=== pe_group_feeder ===
--- src/rtl/pe_group_feeder_pkg.sv ---
// Shared definitions for the PE group feeder: per-tile word counts and FSM encoding.
package pe_group_feeder_pkg;

    localparam int DefWPeGroupSize = 4;
    localparam int DefOPeGroupSize = 4;
    localparam int DefBlockCount   = 4;

    function automatic int calcNW(input int wSize, input int blocks);
        return wSize * blocks;
    endfunction

    // Block 0 carries every edge input; later blocks only the bottom-row edge words.
    function automatic int calcNI(input int wSize, input int oSize, input int blocks);
        return (wSize + oSize - 1) + (blocks - 1) * wSize;
    endfunction

    function automatic int calcNO(input int oSize);
        return oSize;
    endfunction

    localparam int NW = calcNW(DefWPeGroupSize, DefBlockCount);
    localparam int NI = calcNI(DefWPeGroupSize, DefOPeGroupSize, DefBlockCount);
    localparam int NO = calcNO(DefOPeGroupSize);
    localparam int NR = calcNO(DefOPeGroupSize);

    typedef enum logic [1:0] {
        IDLE = 2'd0,
        RUN  = 2'd1,
        DONE = 2'd2
    } feederState_e;

endpackage

--- src/rtl/pe_group_feeder_stream_reader.sv ---
// One SRAM-to-stream channel: issues reads ahead of the consumer and parks returning
// words in a 2-entry skid buffer so a dropped ready never loses or repeats a word.
module stream_reader #(
    parameter int DataWidth  = 32,
    parameter int AddrWidth  = 10,
    parameter int CountWidth = 6
) (
    input  logic                  clk,
    input  logic                  aclr,
    input  logic                  start,
    input  logic [AddrWidth-1:0]  baseAddr,
    input  logic [CountWidth-1:0] len,
    output logic                  rdEn,
    output logic [AddrWidth-1:0]  addr,
    input  logic [DataWidth-1:0]  rdData,
    output logic                  valid,
    input  logic                  rdy,
    output logic [DataWidth-1:0]  data,
    output logic                  finished
);

    logic                  active_r;
    logic [AddrWidth-1:0]  base_r;
    logic [CountWidth-1:0] readCnt_r;
    logic [CountWidth-1:0] acceptCnt_r;
    logic                  rdEn_r;
    logic [AddrWidth-1:0]  addr_r;
    logic                  retValid_r;
    logic [DataWidth-1:0]  skidMem_r [2];
    logic                  skidHead_r;
    logic [1:0]            skidCnt_r;

    logic                  headValid_s;
    logic                  hs_s;
    logic                  bypass_s;
    logic                  push_s;
    logic                  pop_s;
    logic                  tail_s;
    logic [2:0]            inFlight_s;
    logic                  issue_s;

    // Skid head has priority; an empty skid passes the returning SRAM word straight through.
    always_comb begin
        headValid_s = (skidCnt_r != 2'd0);
        valid       = headValid_s | retValid_r;
        data        = headValid_s ? skidMem_r[skidHead_r] : (retValid_r ? rdData : '0);
        hs_s        = valid & rdy;
        bypass_s    = ~headValid_s & retValid_r & rdy;
        push_s      = retValid_r & ~bypass_s;
        pop_s       = headValid_s & rdy;
        tail_s      = skidHead_r ^ skidCnt_r[0];
        inFlight_s  = {1'b0, skidCnt_r} + {2'b00, retValid_r} + {2'b00, rdEn_r};
        // Words held or in flight after this cycle, plus the new read, must fit in two entries.
        issue_s     = active_r && (readCnt_r < len) && (inFlight_s < (3'd2 + {2'b00, hs_s}));
        finished    = active_r && (acceptCnt_r == len);
        rdEn        = rdEn_r;
        addr        = addr_r;
    end

    // Read issue, counters and skid buffer state.
    always_ff @(posedge clk or negedge aclr) begin
        if (!aclr) begin
            active_r     <= 1'b0;
            base_r       <= '0;
            readCnt_r    <= '0;
            acceptCnt_r  <= '0;
            rdEn_r       <= 1'b0;
            addr_r       <= '0;
            retValid_r   <= 1'b0;
            skidMem_r[0] <= '0;
            skidMem_r[1] <= '0;
            skidHead_r   <= 1'b0;
            skidCnt_r    <= 2'd0;
        end else if (start) begin
            active_r    <= 1'b1;
            base_r      <= baseAddr;
            readCnt_r   <= (len != '0) ? CountWidth'(1) : '0;
            acceptCnt_r <= '0;
            rdEn_r      <= (len != '0);
            addr_r      <= baseAddr;
            retValid_r  <= 1'b0;
            skidHead_r  <= 1'b0;
            skidCnt_r   <= 2'd0;
        end else begin
            retValid_r <= rdEn_r;
            rdEn_r     <= issue_s;
            if (issue_s) begin
                addr_r    <= base_r + AddrWidth'(readCnt_r);
                readCnt_r <= readCnt_r + CountWidth'(1);
            end
            if (hs_s) begin
                acceptCnt_r <= acceptCnt_r + CountWidth'(1);
            end
            if (push_s) begin
                skidMem_r[tail_s] <= rdData;
            end
            if (pop_s) begin
                skidHead_r <= ~skidHead_r;
            end
            skidCnt_r <= skidCnt_r + {1'b0, push_s} - {1'b0, pop_s};
        end
    end

endmodule

--- src/rtl/pe_group_feeder.sv ---
// Tile sequencer for one PE group: streams W/I/O words from the tile SRAMs and
// writes the group's results back to the result bank.
module pe_group_feeder
    import pe_group_feeder_pkg::*;
#(
    parameter int DataWidth     = 32,
    parameter int AddrWidth     = 10,
    parameter int W_PEGroupSize = DefWPeGroupSize,
    parameter int O_PEGroupSize = DefOPeGroupSize,
    parameter int BlockCount    = DefBlockCount,
    parameter int CountWidth    = 6
) (
    input  logic                 clk,
    input  logic                 aclr,
    input  logic                 Start,
    output logic                 Busy,
    output logic                 Done,
    input  logic [AddrWidth-1:0] W_BaseAddr,
    input  logic [AddrWidth-1:0] I_BaseAddr,
    input  logic [AddrWidth-1:0] O_BaseAddr,
    input  logic [AddrWidth-1:0] R_BaseAddr,
    output logic                 W_MemRdEn,
    output logic                 I_MemRdEn,
    output logic                 O_MemRdEn,
    output logic [AddrWidth-1:0] W_MemAddr,
    output logic [AddrWidth-1:0] I_MemAddr,
    output logic [AddrWidth-1:0] O_MemAddr,
    input  logic [DataWidth-1:0] W_MemRdData,
    input  logic [DataWidth-1:0] I_MemRdData,
    input  logic [DataWidth-1:0] O_MemRdData,
    output logic                 W_DataOutValid,
    output logic                 I_DataOutValid,
    output logic                 O_DataOutValid,
    input  logic                 W_DataOutRdy,
    input  logic                 I_DataOutRdy,
    input  logic                 O_DataOutRdy,
    output logic [DataWidth-1:0] W_DataOut,
    output logic [DataWidth-1:0] I_DataOut,
    output logic [DataWidth-1:0] O_DataOut,
    input  logic                 Res_DataInValid,
    output logic                 Res_DataInRdy,
    input  logic [DataWidth-1:0] Res_DataIn,
    output logic                 R_MemWrEn,
    output logic [AddrWidth-1:0] R_MemAddr,
    output logic [DataWidth-1:0] R_MemWrData
);

    localparam int NumW = calcNW(W_PEGroupSize, BlockCount);
    localparam int NumI = calcNI(W_PEGroupSize, O_PEGroupSize, BlockCount);
    localparam int NumO = calcNO(O_PEGroupSize);
    localparam int NumR = calcNO(O_PEGroupSize);

    feederState_e          state_r;
    logic                  busy_r;
    logic                  done_r;
    logic                  resRdy_r;
    logic [CountWidth-1:0] resCnt_r;
    logic [AddrWidth-1:0]  rBase_r;
    logic                  rWrEn_r;
    logic [AddrWidth-1:0]  rAddr_r;
    logic [DataWidth-1:0]  rData_r;

    logic                  streamStart_s;
    logic                  wFin_s;
    logic                  iFin_s;
    logic                  oFin_s;
    logic                  resHs_s;
    logic                  tileDone_s;

    // Start only counts in IDLE; results are accepted only while the collector is open.
    always_comb begin
        streamStart_s = Start && (state_r == IDLE);
        resHs_s       = Res_DataInValid && resRdy_r;
        tileDone_s    = wFin_s && iFin_s && oFin_s && (resCnt_r == CountWidth'(NumR));
        Busy          = busy_r;
        Done          = done_r;
        Res_DataInRdy = resRdy_r;
        R_MemWrEn     = rWrEn_r;
        R_MemAddr     = rAddr_r;
        R_MemWrData   = rData_r;
    end

    stream_reader #(.DataWidth(DataWidth), .AddrWidth(AddrWidth), .CountWidth(CountWidth)) uW (
        .clk(clk), .aclr(aclr), .start(streamStart_s), .baseAddr(W_BaseAddr),
        .len(CountWidth'(NumW)), .rdEn(W_MemRdEn), .addr(W_MemAddr), .rdData(W_MemRdData),
        .valid(W_DataOutValid), .rdy(W_DataOutRdy), .data(W_DataOut), .finished(wFin_s)
    );

    stream_reader #(.DataWidth(DataWidth), .AddrWidth(AddrWidth), .CountWidth(CountWidth)) uI (
        .clk(clk), .aclr(aclr), .start(streamStart_s), .baseAddr(I_BaseAddr),
        .len(CountWidth'(NumI)), .rdEn(I_MemRdEn), .addr(I_MemAddr), .rdData(I_MemRdData),
        .valid(I_DataOutValid), .rdy(I_DataOutRdy), .data(I_DataOut), .finished(iFin_s)
    );

    stream_reader #(.DataWidth(DataWidth), .AddrWidth(AddrWidth), .CountWidth(CountWidth)) uO (
        .clk(clk), .aclr(aclr), .start(streamStart_s), .baseAddr(O_BaseAddr),
        .len(CountWidth'(NumO)), .rdEn(O_MemRdEn), .addr(O_MemAddr), .rdData(O_MemRdData),
        .valid(O_DataOutValid), .rdy(O_DataOutRdy), .data(O_DataOut), .finished(oFin_s)
    );

    // Tile FSM and result collector; the last result write precedes the Done pulse.
    always_ff @(posedge clk or negedge aclr) begin
        if (!aclr) begin
            state_r  <= IDLE;
            busy_r   <= 1'b0;
            done_r   <= 1'b0;
            resRdy_r <= 1'b0;
            resCnt_r <= '0;
            rBase_r  <= '0;
            rWrEn_r  <= 1'b0;
            rAddr_r  <= '0;
            rData_r  <= '0;
        end else begin
            rWrEn_r <= 1'b0;
            done_r  <= 1'b0;
            case (state_r)
                IDLE: begin
                    if (Start) begin
                        rBase_r  <= R_BaseAddr;
                        resCnt_r <= '0;
                        busy_r   <= 1'b1;
                        resRdy_r <= (NumR != 0);
                        state_r  <= RUN;
                    end else begin
                        resRdy_r <= 1'b0;
                    end
                end
                RUN: begin
                    if (resHs_s) begin
                        rWrEn_r  <= 1'b1;
                        rAddr_r  <= rBase_r + AddrWidth'(resCnt_r);
                        rData_r  <= Res_DataIn;
                        resCnt_r <= resCnt_r + CountWidth'(1);
                        resRdy_r <= ((resCnt_r + CountWidth'(1)) < CountWidth'(NumR));
                    end
                    if (tileDone_s) begin
                        done_r  <= 1'b1;
                        busy_r  <= 1'b0;
                        state_r <= DONE;
                    end
                end
                DONE: begin
                    resRdy_r <= 1'b0;
                    state_r  <= IDLE;
                end
                default: begin
                    resRdy_r <= 1'b0;
                    busy_r   <= 1'b0;
                    state_r  <= IDLE;
                end
            endcase
        end
    end

endmodule

--- config.mk ---
export PLATFORM = sky130hd
export DESIGN_NAME = pe_group_feeder
export DESIGN_NICKNAME = d
export VERILOG_FILES = /design/src/rtl/pe_group_feeder_pkg.sv /design/src/rtl/pe_group_feeder_stream_reader.sv /design/src/rtl/pe_group_feeder.sv
export SDC_FILE = /design/constraint.sdc
export NUM_CORES = 1
export LEC_CHECK = 0
export ABC_CLOCK_PERIOD_IN_PS = 2100
export CORE_MARGIN = 4
export CORE_UTILIZATION = 35
export DETAILED_ROUTE_END_ITERATION = 7
export GPL_TIMING_DRIVEN = 1
export HOLD_SLACK_MARGIN = 0.08
export PLACE_DENSITY_LB_ADDON = 0.1
export REMOVE_ABC_BUFFERS = 1
export SYNTH_ARGS = -nofsm -noshare
export SYNTH_HDL_FRONTEND = slang
export SYNTH_SLANG_ARGS = --single-unit
--- constraint.sdc ---
create_clock -name clk -period 2.1 [get_ports clk]
set_input_delay 0.525 -clock clk [delete_from_list [all_inputs] [get_ports clk]]
set_output_delay 0.525 -clock clk [all_outputs]
set_load 0.01 [all_outputs]
=== multicycle_ctrl_fsm ===
==> src/rtl/multicycle_ctrl_fsm.sv <==
`default_nettype none
// ============================================================================
// Module   : multicycle_ctrl_fsm
// Purpose  : Control FSM for a shared-memory multicycle MIPS datapath.
//            Supports R-type add/sub/and/or/slt, addi/andi/ori, lw/sw with
//            memory wait states, beq/bne, j, a memory/fetch timeout and an
//            illegal-opcode trap.
// Revision : 1.0 - initial release
// ----------------------------------------------------------------------------
// Ports
//   clk          in   rising-edge clock
//   rst          in   synchronous active-high reset
//   Op           in   IR[31:26], stable from DECODE until the next FETCH
//   Funct        in   IR[5:0]
//   mem_ready    in   memory completes the current access this cycle
//   IorD .. en_zero_sign  out  single-bit datapath controls
//   PC_Src       out  00 ALU result, 01 ALUOut, 10 jump target
//   ALU_SrcB     out  00 reg B, 01 const 4, 10 imm ext, 11 imm ext<<2
//   ALU_Control  out  0 NOP, 1 ADD, 2 AND, 3 OR, 4 SUB, 5 SLT
//   illegal_op   out  sticky: unsupported Op/Funct decoded
//   bus_err      out  sticky: memory wait exceeded WAIT_MAX
//   state_dbg    out  current state encoding
// ============================================================================
module multicycle_ctrl_fsm #(
  parameter int ALUC_W   = 3,
  parameter int MEM_WAIT = 1,
  parameter int WAIT_MAX = 15,
  parameter int TRAP_ILL = 1
) (
  input  logic              clk,
  input  logic              rst,
  input  logic [5:0]        Op,
  input  logic [5:0]        Funct,
  input  logic              mem_ready,
  output logic              IorD,
  output logic              Mem_Write,
  output logic              IR_Write,
  output logic              PC_Write,
  output logic              Branch,
  output logic              Branch_NE,
  output logic              ALU_SrcA,
  output logic              Reg_Write,
  output logic              Mem_Reg,
  output logic              Reg_Dst,
  output logic              en_zero_sign,
  output logic [1:0]        PC_Src,
  output logic [1:0]        ALU_SrcB,
  output logic [ALUC_W-1:0] ALU_Control,
  output logic              illegal_op,
  output logic              bus_err,
  output logic [3:0]        state_dbg
);

  // State encoding
  localparam logic [3:0] c_S_FETCH    = 4'd0;
  localparam logic [3:0] c_S_DECODE   = 4'd1;
  localparam logic [3:0] c_S_EXEC_R   = 4'd2;
  localparam logic [3:0] c_S_EXEC_I   = 4'd3;
  localparam logic [3:0] c_S_ALU_WB   = 4'd4;
  localparam logic [3:0] c_S_BRANCH   = 4'd5;
  localparam logic [3:0] c_S_JUMP     = 4'd6;
  localparam logic [3:0] c_S_MEM_ADDR = 4'd7;
  localparam logic [3:0] c_S_MEM_RD   = 4'd8;
  localparam logic [3:0] c_S_MEM_WB   = 4'd9;
  localparam logic [3:0] c_S_MEM_WR   = 4'd10;
  localparam logic [3:0] c_S_TRAP     = 4'd15;

  // Where an illegal opcode or a bus error sends the machine
  localparam logic [3:0] c_S_ERR = (TRAP_ILL != 0) ? c_S_TRAP : c_S_FETCH;

  // Opcodes
  localparam logic [5:0] c_OP_RTYPE = 6'h00;
  localparam logic [5:0] c_OP_J     = 6'h02;
  localparam logic [5:0] c_OP_BEQ   = 6'h04;
  localparam logic [5:0] c_OP_BNE   = 6'h05;
  localparam logic [5:0] c_OP_ADDI  = 6'h08;
  localparam logic [5:0] c_OP_ANDI  = 6'h0C;
  localparam logic [5:0] c_OP_ORI   = 6'h0D;
  localparam logic [5:0] c_OP_LW    = 6'h23;
  localparam logic [5:0] c_OP_SW    = 6'h2B;

  // R-type function codes
  localparam logic [5:0] c_FN_ADD = 6'h20;
  localparam logic [5:0] c_FN_SUB = 6'h22;
  localparam logic [5:0] c_FN_AND = 6'h24;
  localparam logic [5:0] c_FN_OR  = 6'h25;
  localparam logic [5:0] c_FN_SLT = 6'h2A;

  // ALU control codes, zero-extended to ALUC_W
  localparam logic [ALUC_W-1:0] c_ALU_NOP = ALUC_W'(0);
  localparam logic [ALUC_W-1:0] c_ALU_ADD = ALUC_W'(1);
  localparam logic [ALUC_W-1:0] c_ALU_AND = ALUC_W'(2);
  localparam logic [ALUC_W-1:0] c_ALU_OR  = ALUC_W'(3);
  localparam logic [ALUC_W-1:0] c_ALU_SUB = ALUC_W'(4);
  localparam logic [ALUC_W-1:0] c_ALU_SLT = ALUC_W'(5);

  // Wait counter sizing
  localparam int                 c_CNT_W      = (WAIT_MAX < 1) ? 1 : $clog2(WAIT_MAX + 1);
  localparam logic [c_CNT_W-1:0] c_WAIT_LIMIT = c_CNT_W'(WAIT_MAX);
  localparam logic [c_CNT_W-1:0] c_CNT_ONE    = c_CNT_W'(1);

  logic [3:0]         r_state;
  logic [3:0]         w_next_state;
  logic [c_CNT_W-1:0] r_wait_cnt;
  logic               r_illegal;
  logic               r_bus_err;
  logic               w_ready;
  logic               w_in_mem;
  logic               w_timeout;
  logic               w_set_ill;
  logic               w_funct_ok;
  logic [ALUC_W-1:0]  w_funct_alu;
  logic               w_logic_imm;

  // Memory handshake: with MEM_WAIT=0 every access completes immediately
  generate
    if (MEM_WAIT != 0) begin : g_mem_wait
      assign w_ready = mem_ready;
    end else begin : g_no_mem_wait
      assign w_ready = 1'b1;
    end
  endgenerate

  // States that wait on the memory and therefore run the wait counter
  assign w_in_mem  = (r_state == c_S_FETCH) || (r_state == c_S_MEM_RD) ||
                     (r_state == c_S_MEM_WR);
  // Timeout fires in the cycle after WAIT_MAX full wait cycles have elapsed
  assign w_timeout = w_in_mem && !w_ready && (r_wait_cnt == c_WAIT_LIMIT);

  // andi/ori take a zero-extended immediate; addi and lw/sw take sign extension
  assign w_logic_imm = (Op == c_OP_ANDI) || (Op == c_OP_ORI);

  // R-type function decode
  always_comb begin
    w_funct_ok  = 1'b1;
    w_funct_alu = c_ALU_NOP;
    case (Funct)
      c_FN_ADD: w_funct_alu = c_ALU_ADD;
      c_FN_SUB: w_funct_alu = c_ALU_SUB;
      c_FN_AND: w_funct_alu = c_ALU_AND;
      c_FN_OR:  w_funct_alu = c_ALU_OR;
      c_FN_SLT: w_funct_alu = c_ALU_SLT;
      default:  w_funct_ok  = 1'b0;
    endcase
  end

  // Next-state logic
  always_comb begin
    w_next_state = r_state;
    w_set_ill    = 1'b0;
    case (r_state)
      c_S_FETCH: begin
        if (w_timeout)    w_next_state = c_S_ERR;
        else if (w_ready) w_next_state = c_S_DECODE;
      end
      c_S_DECODE: begin
        case (Op)
          c_OP_RTYPE: begin
            if (w_funct_ok) begin
              w_next_state = c_S_EXEC_R;
            end else begin
              w_set_ill    = 1'b1;
              w_next_state = c_S_ERR;
            end
          end
          c_OP_ADDI, c_OP_ANDI, c_OP_ORI: w_next_state = c_S_EXEC_I;
          c_OP_BEQ, c_OP_BNE:             w_next_state = c_S_BRANCH;
          c_OP_J:                         w_next_state = c_S_JUMP;
          c_OP_LW, c_OP_SW:               w_next_state = c_S_MEM_ADDR;
          default: begin
            w_set_ill    = 1'b1;
            w_next_state = c_S_ERR;
          end
        endcase
      end
      c_S_EXEC_R, c_S_EXEC_I: w_next_state = c_S_ALU_WB;
      c_S_ALU_WB, c_S_BRANCH, c_S_JUMP, c_S_MEM_WB: w_next_state = c_S_FETCH;
      c_S_MEM_ADDR: w_next_state = (Op == c_OP_LW) ? c_S_MEM_RD : c_S_MEM_WR;
      c_S_MEM_RD: begin
        if (w_timeout)    w_next_state = c_S_ERR;
        else if (w_ready) w_next_state = c_S_MEM_WB;
      end
      c_S_MEM_WR: begin
        if (w_timeout)    w_next_state = c_S_ERR;
        else if (w_ready) w_next_state = c_S_FETCH;
      end
      c_S_TRAP: w_next_state = c_S_TRAP;
      default:  w_next_state = c_S_FETCH;
    endcase
  end

  // State, wait counter and sticky flags
  always_ff @(posedge clk) begin
    if (rst) begin
      r_state    <= c_S_FETCH;
      r_wait_cnt <= '0;
      r_illegal  <= 1'b0;
      r_bus_err  <= 1'b0;
    end else begin
      r_state <= w_next_state;
      // Counting only while stalled in a memory state; any completion,
      // timeout or transition (including entry) leaves the counter at zero.
      if (w_in_mem && !w_ready && !w_timeout) begin
        r_wait_cnt <= r_wait_cnt + c_CNT_ONE;
      end else begin
        r_wait_cnt <= '0;
      end
      if (w_set_ill) r_illegal <= 1'b1;
      if (w_timeout) r_bus_err <= 1'b1;
    end
  end

  // Output decode; everything is forced low while rst is asserted so that a
  // reset landing mid-instruction issues no partial write.
  always_comb begin
    IorD         = 1'b0;
    Mem_Write    = 1'b0;
    IR_Write     = 1'b0;
    PC_Write     = 1'b0;
    Branch       = 1'b0;
    Branch_NE    = 1'b0;
    ALU_SrcA     = 1'b0;
    Reg_Write    = 1'b0;
    Mem_Reg      = 1'b0;
    Reg_Dst      = 1'b0;
    en_zero_sign = 1'b0;
    PC_Src       = 2'b00;
    ALU_SrcB     = 2'b00;
    ALU_Control  = c_ALU_NOP;
    if (!rst) begin
      case (r_state)
        c_S_FETCH: begin
          ALU_SrcB    = 2'b01;
          ALU_Control = c_ALU_ADD;
          IR_Write    = w_ready;
          PC_Write    = w_ready;
        end
        c_S_DECODE: begin
          ALU_SrcB    = 2'b11;
          ALU_Control = c_ALU_ADD;
        end
        c_S_EXEC_R: begin
          ALU_SrcA    = 1'b1;
          ALU_Control = w_funct_alu;
        end
        c_S_EXEC_I: begin
          ALU_SrcA     = 1'b1;
          ALU_SrcB     = 2'b10;
          en_zero_sign = w_logic_imm;
          if (Op == c_OP_ANDI)     ALU_Control = c_ALU_AND;
          else if (Op == c_OP_ORI) ALU_Control = c_ALU_OR;
          else                     ALU_Control = c_ALU_ADD;
        end
        c_S_ALU_WB: begin
          Reg_Write    = 1'b1;
          Reg_Dst      = (Op == c_OP_RTYPE);
          en_zero_sign = w_logic_imm;
        end
        c_S_BRANCH: begin
          ALU_SrcA    = 1'b1;
          ALU_Control = c_ALU_SUB;
          PC_Src      = 2'b01;
          Branch      = (Op == c_OP_BEQ);
          Branch_NE   = (Op == c_OP_BNE);
        end
        c_S_JUMP: begin
          PC_Src   = 2'b10;
          PC_Write = 1'b1;
        end
        c_S_MEM_ADDR: begin
          ALU_SrcA    = 1'b1;
          ALU_SrcB    = 2'b10;
          ALU_Control = c_ALU_ADD;
        end
        c_S_MEM_RD: begin
          IorD = 1'b1;
        end
        c_S_MEM_WB: begin
          Reg_Write = 1'b1;
          Mem_Reg   = 1'b1;
        end
        c_S_MEM_WR: begin
          IorD      = 1'b1;
          Mem_Write = !w_timeout;
        end
        default: begin
        end
      endcase
    end
  end

  assign illegal_op = r_illegal;
  assign bus_err    = r_bus_err;
  assign state_dbg  = r_state;

endmodule
`default_nettype wire

==> config.mk <==
export PLATFORM = sky130hd
export DESIGN_NAME = multicycle_ctrl_fsm
export DESIGN_NICKNAME = d
export VERILOG_FILES = /design/src/rtl/multicycle_ctrl_fsm.sv
export SDC_FILE = /design/constraint.sdc
export NUM_CORES = 1
export LEC_CHECK = 0
export ABC_AREA = 1
export CORE_MARGIN = 2
export CORE_UTILIZATION = 47
export CTS_CLUSTER_DIAMETER = 150
export DETAILED_ROUTE_END_ITERATION = 10
export GPL_ROUTABILITY_DRIVEN = 0
export PLACE_DENSITY = 0.85
export REMOVE_ABC_BUFFERS = 1
export SLEW_MARGIN = 20
export SYNTH_ARGS = -nofsm -noshare
export SYNTH_HDL_FRONTEND = slang
export SYNTH_SLANG_ARGS = --single-unit
==> constraint.sdc <==
create_clock -name clk -period 3.67 [get_ports clk]
set_clock_uncertainty 0.2 [all_clocks]
set_input_delay 0.734 -clock clk [delete_from_list [all_inputs] [get_ports clk]]
set_output_delay 0.734 -clock clk [all_outputs]
set_load 0.01 [all_outputs]

==> layout pictures side by side <==
Track usage over the die.
image #1
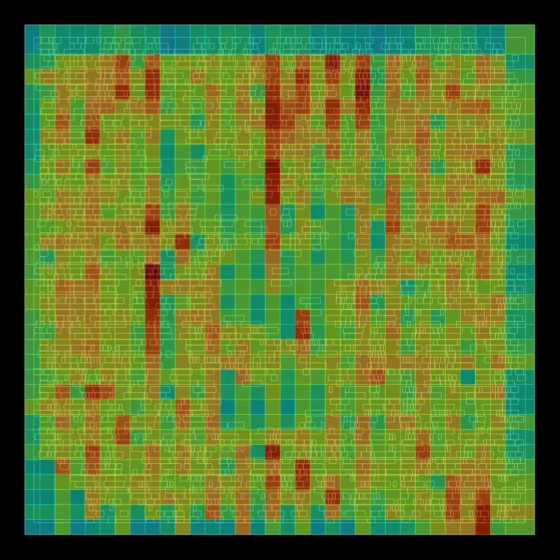
image #2
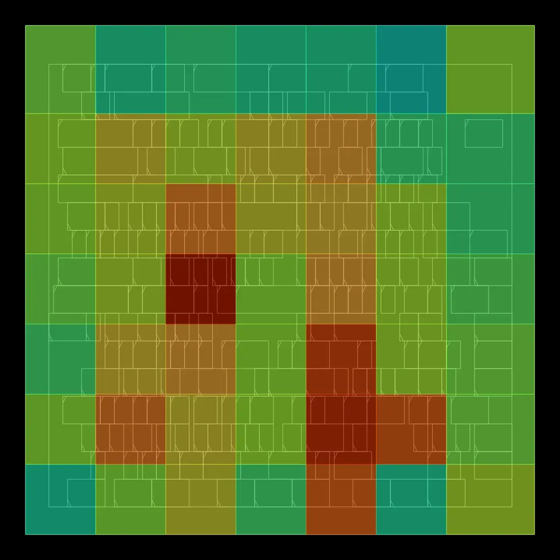
| picture | from |
|---|---|
| image #2 | multicycle_ctrl_fsm |
| image #1 | pe_group_feeder |

==> multicycle_ctrl_fsm/cell_classes.png <==
Bar = 20 um.
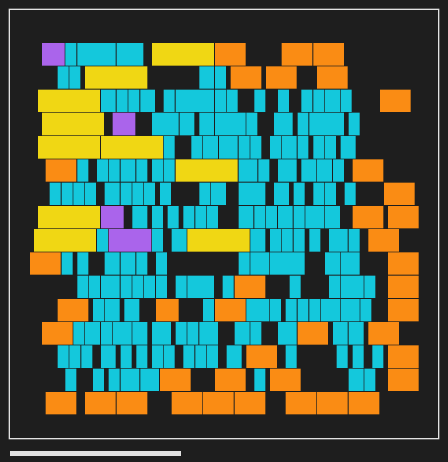
class	colour	cells	share of their area
flops	yellow	10	14%
all other logic	cyan	170	56%
clock drivers and dummy loads	purple	4	2.6%
other buffers and delay cells	orange	39	27%

==> multicycle_ctrl_fsm/wire_density.png <==
Bar = 20 um. 10 x 10 tiles, from black (low) to pale yellow (high), scaled to the fullest tile. Values are wire area over tile area, all layers added.
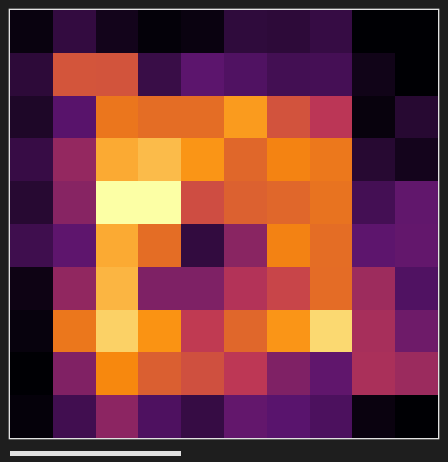
tiles over half the peak	36%
mean over tiles	0.17
nearly empty tiles	7.0%
fullest tile	0.45
densest ninth of the die	centre
emptiest ninth of the die	north-east
Routed WL: 2.66 mm
Via Count: 1265
gr usage total: 22.4%

==> impl_metrics.tcl, multicycle_ctrl_fsm <==
# flow metrics
set metrics [dict create \
    top_cells_by_count "nor2_1 (38), nand2_1 (37), inv_1 (31), nand3_1 (21), dfxtp_1 (10)" \
    synth_top_flop_cell "dfxtp_1" \
    powerComb_uw 404 \
    antenna_cells 0 \
    logic_family "simple AND/OR/NAND/NOR gates" \
    drtIter0Drc 44 \
    swShare_pct 45.2 \
    hold_viol_final 0 \
    grt_overflow_total 0 \
    setup.worst_path.start "Op[2]" \
    reg2reg_from "state_dbg[3]" \
    timing.hold.ws_ns 0.248 \
    drc_errors 0 \
    rsz0062_at_grt "false" \
    dpl.hpwl_mm 2.19 \
    compound_area_share_pct 9.28 \
    worstPathMaxFanout 6 \
    ys_warn_count 0 \
    grt_max_degree 14 \
    tightest_slew_ns 0.412 \
    cts_setup_buffers 0 \
    setup_viol 0 \
    wl_per_cell_um 10.6 \
    fin_crit_ns 3.47 \
    cts_hold_buf 0 \
    die_h_um 50.1 \
    clock_power_share_pct 14.5 \
    outcome "completed" \
    final.setup.worst_slack_ns 0.196 \
    vias_per_cell 5.06 \
    clk_latency_ns 0.26 \
    dp_cells 246 \
    clock-root-buffer "clkbuf_4" \
    ant_nets 0 \
    drv_slew 0 \
    fmax_ghz 0.288 \
    slowest_stage "clkdlybuf4s50_1" \
    cts_buffer_depth 2 \
]
==> multicycle_ctrl_fsm: final cells by class <==
class	instances	area (um^2)
Sequential cell	10	200
Fill cell	166	534
Multi-Input combinational cell	137	666
Tap cell	27	33.8
Inverter	33	124
Clock buffer	4	36.3
Timing Repair Buffer	39	388
==> multicycle_ctrl_fsm: worst max-delay path by stage <==
stage,depth (start not counted),to,slack [ns]
after floorplan,3,Branch_NE,1.20
after global placement,6,Branch_NE,0.27
after detailed placement,6,Branch_NE,0.22
after CTS,6,Branch_NE,0.21
after global routing,10,ALU_Control[0],0.10
final,6,Branch_NE,0.20
==> multicycle_ctrl_fsm: layer usage <==
| metal | vias up | GRT usage [%] | wire length [um] |
|---|---|---|---|
| met5 | - | 0 | 0 |
| met4 | 0 | 9.72 | 56 |
| met3 | 8 | 2.73 | 141 |
| met2 | 52 | 35.1 | 1190 |
| met1 | 543 | 30.6 | 1270 |
| li1 | 662 | - | - |
==> multicycle_ctrl_fsm: tightest hold or removal path, delay by kind of cell (launching register included) <==
kind                   cells  cell delay, ns
AOI/OAI and AO/OA          1            0.05
DFF                        1            0.31
buffers and inverters      1            0.04
==> pe_group_feeder/registers.png <==
Bar = 50 um. Other sequential cells in the stronger grey, the rest of the logic in the fainter grey.
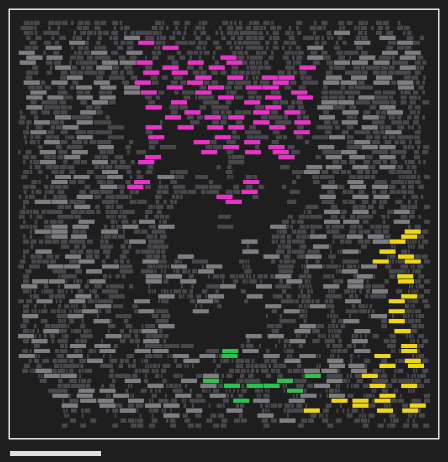
name in the netlist	colour	placed flops	where
`uO.base_r`	green	10	south
`uI.skidMem_r`	magenta	64	north
`R_MemWrData`	yellow	32	south-east
not coloured	262
FF/Latch Area: 0.00922 mm^2
seq pwr: 12.5 mW

==> pe_group_feeder/gate_families.png <==
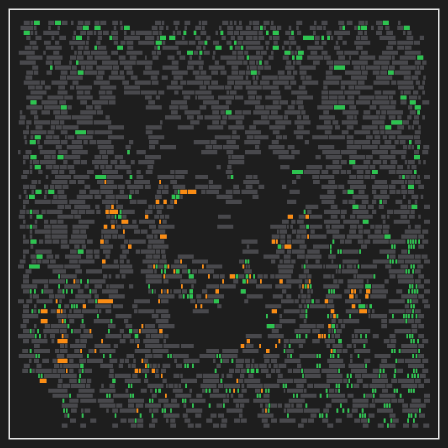
family	colour	cells
NOR gates	orange	107
NAND gates	green	396
logic share of the area: 33.6%
most frequent logic cell in the layout: dfrtp_1

==> impl_metrics.tcl, pe_group_feeder <==
# flow metrics
set metrics [dict create \
    outcome "finished, violations left" \
    logic_family "multiplexers" \
    final_cell_area_mm2 0.0278 \
    simple_gate_area_share_pct 13.0 \
    yosys-stat-cells 1662 \
    setup_viol 115 \
    cp_top_family "buffers and inverters" \
    top_cells_by_count "dfrtp_1 (368), nand2_1 (270), mux2_2 (188), o21ai_0 (155), mux2i_1 (114)" \
    buf_share_pct 24.9 \
    synth_top_flop_cell "dfrtp_1" \
    vias 14702 \
    violations "setup timing" \
    cts.clk_slew.worst_paths_ns 0.06 \
    path_common_cell "buf_6" \
    power_frac_comb_pct 58.4 \
    utilization_pct 55.2 \
    cts_setup_buffers 62 \
    warning_count 30 \
    timing.hold.ws_ns 0.458 \
    final.setup.worst_slack_ns -0.292 \
    fp.dieW_um 234 \
    routed_wl_mm 55.2 \
    logic_area_mm2 0.00934 \
    cap_violations 0 \
    initCoreUtil_pct 35.5 \
    clock_buffers 63 \
    htreeDepth 2 \
    dp_cells 2803 \
    drc_errors 0 \
    grtUsageMet3_pct 3.86 \
    slowest_stage "dfrtp_1" \
    cts.repair.resized 671 \
    ys_ff 368 \
]
[pe_group_feeder: registers in the layout (all words and copies together), names as in the netlist, 10 cells and up]
register      cells
rBase_r          10
R_MemWrData      32
uW.base_r        10
uO.addr          10
uI.addr          10
uI.base_r        10
uW.addr          10
R_MemAddr        10
uI.skidMem_r     64
uW.skidMem_r     64
uO.base_r        10
uO.skidMem_r     64
[pe_group_feeder: worst register-to-register path, cell delays in order (launching register included)]
cell and delay, ns:
dfrtp_1 0.42, buf_6 0.14, buf_6 0.11, fa_2 0.40
ha_4 0.28, o21ai_2 0.05, and4_4 0.19, buf_12 0.13
buf_16 0.12, buf_12 0.12, buf_6 0.11, xnor2_2 0.12
nand2_1 0.06
[pe_group_feeder: power by group through the flow]
stage | Clock [mW] | Sequential [mW] | Combinational (mW)
2_1_floorplan | 0 | 12.9 | 10.6
3_3_place_gp | 0 | 12.3 | 21.7
3_5_place_dp | 0 | 12.4 | 22.0
4_1_cts | 7.61 | 12.4 | 25.5
5_1_grt | 7.91 | 12.9 | 30.2
6_report | 7.39 | 12.5 | 28.0


## Gallery

Routed metal, one colour a layer.
(a)
Bar = 20 um. Two of the layers only.
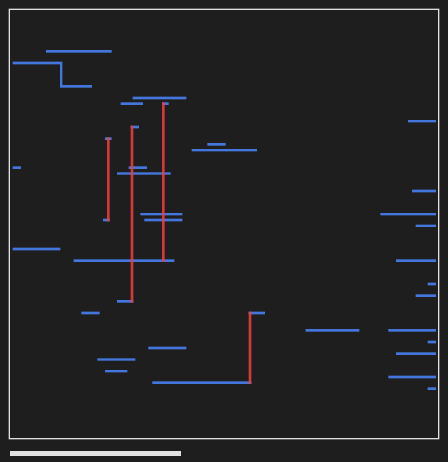
(b)
Bar = 50 um. Two of the layers only.
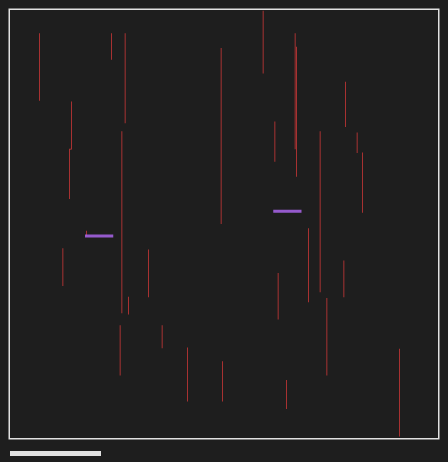
multicycle_ctrl_fsm is (a).
pe_group_feeder is (b).
Of these, most wire: (b)

Key to (b):
layer	colour	wire length
met5	purple	27.6 um
met4	red	1030 um

No activity file was given, so power comes from the tool's default toggle rates.
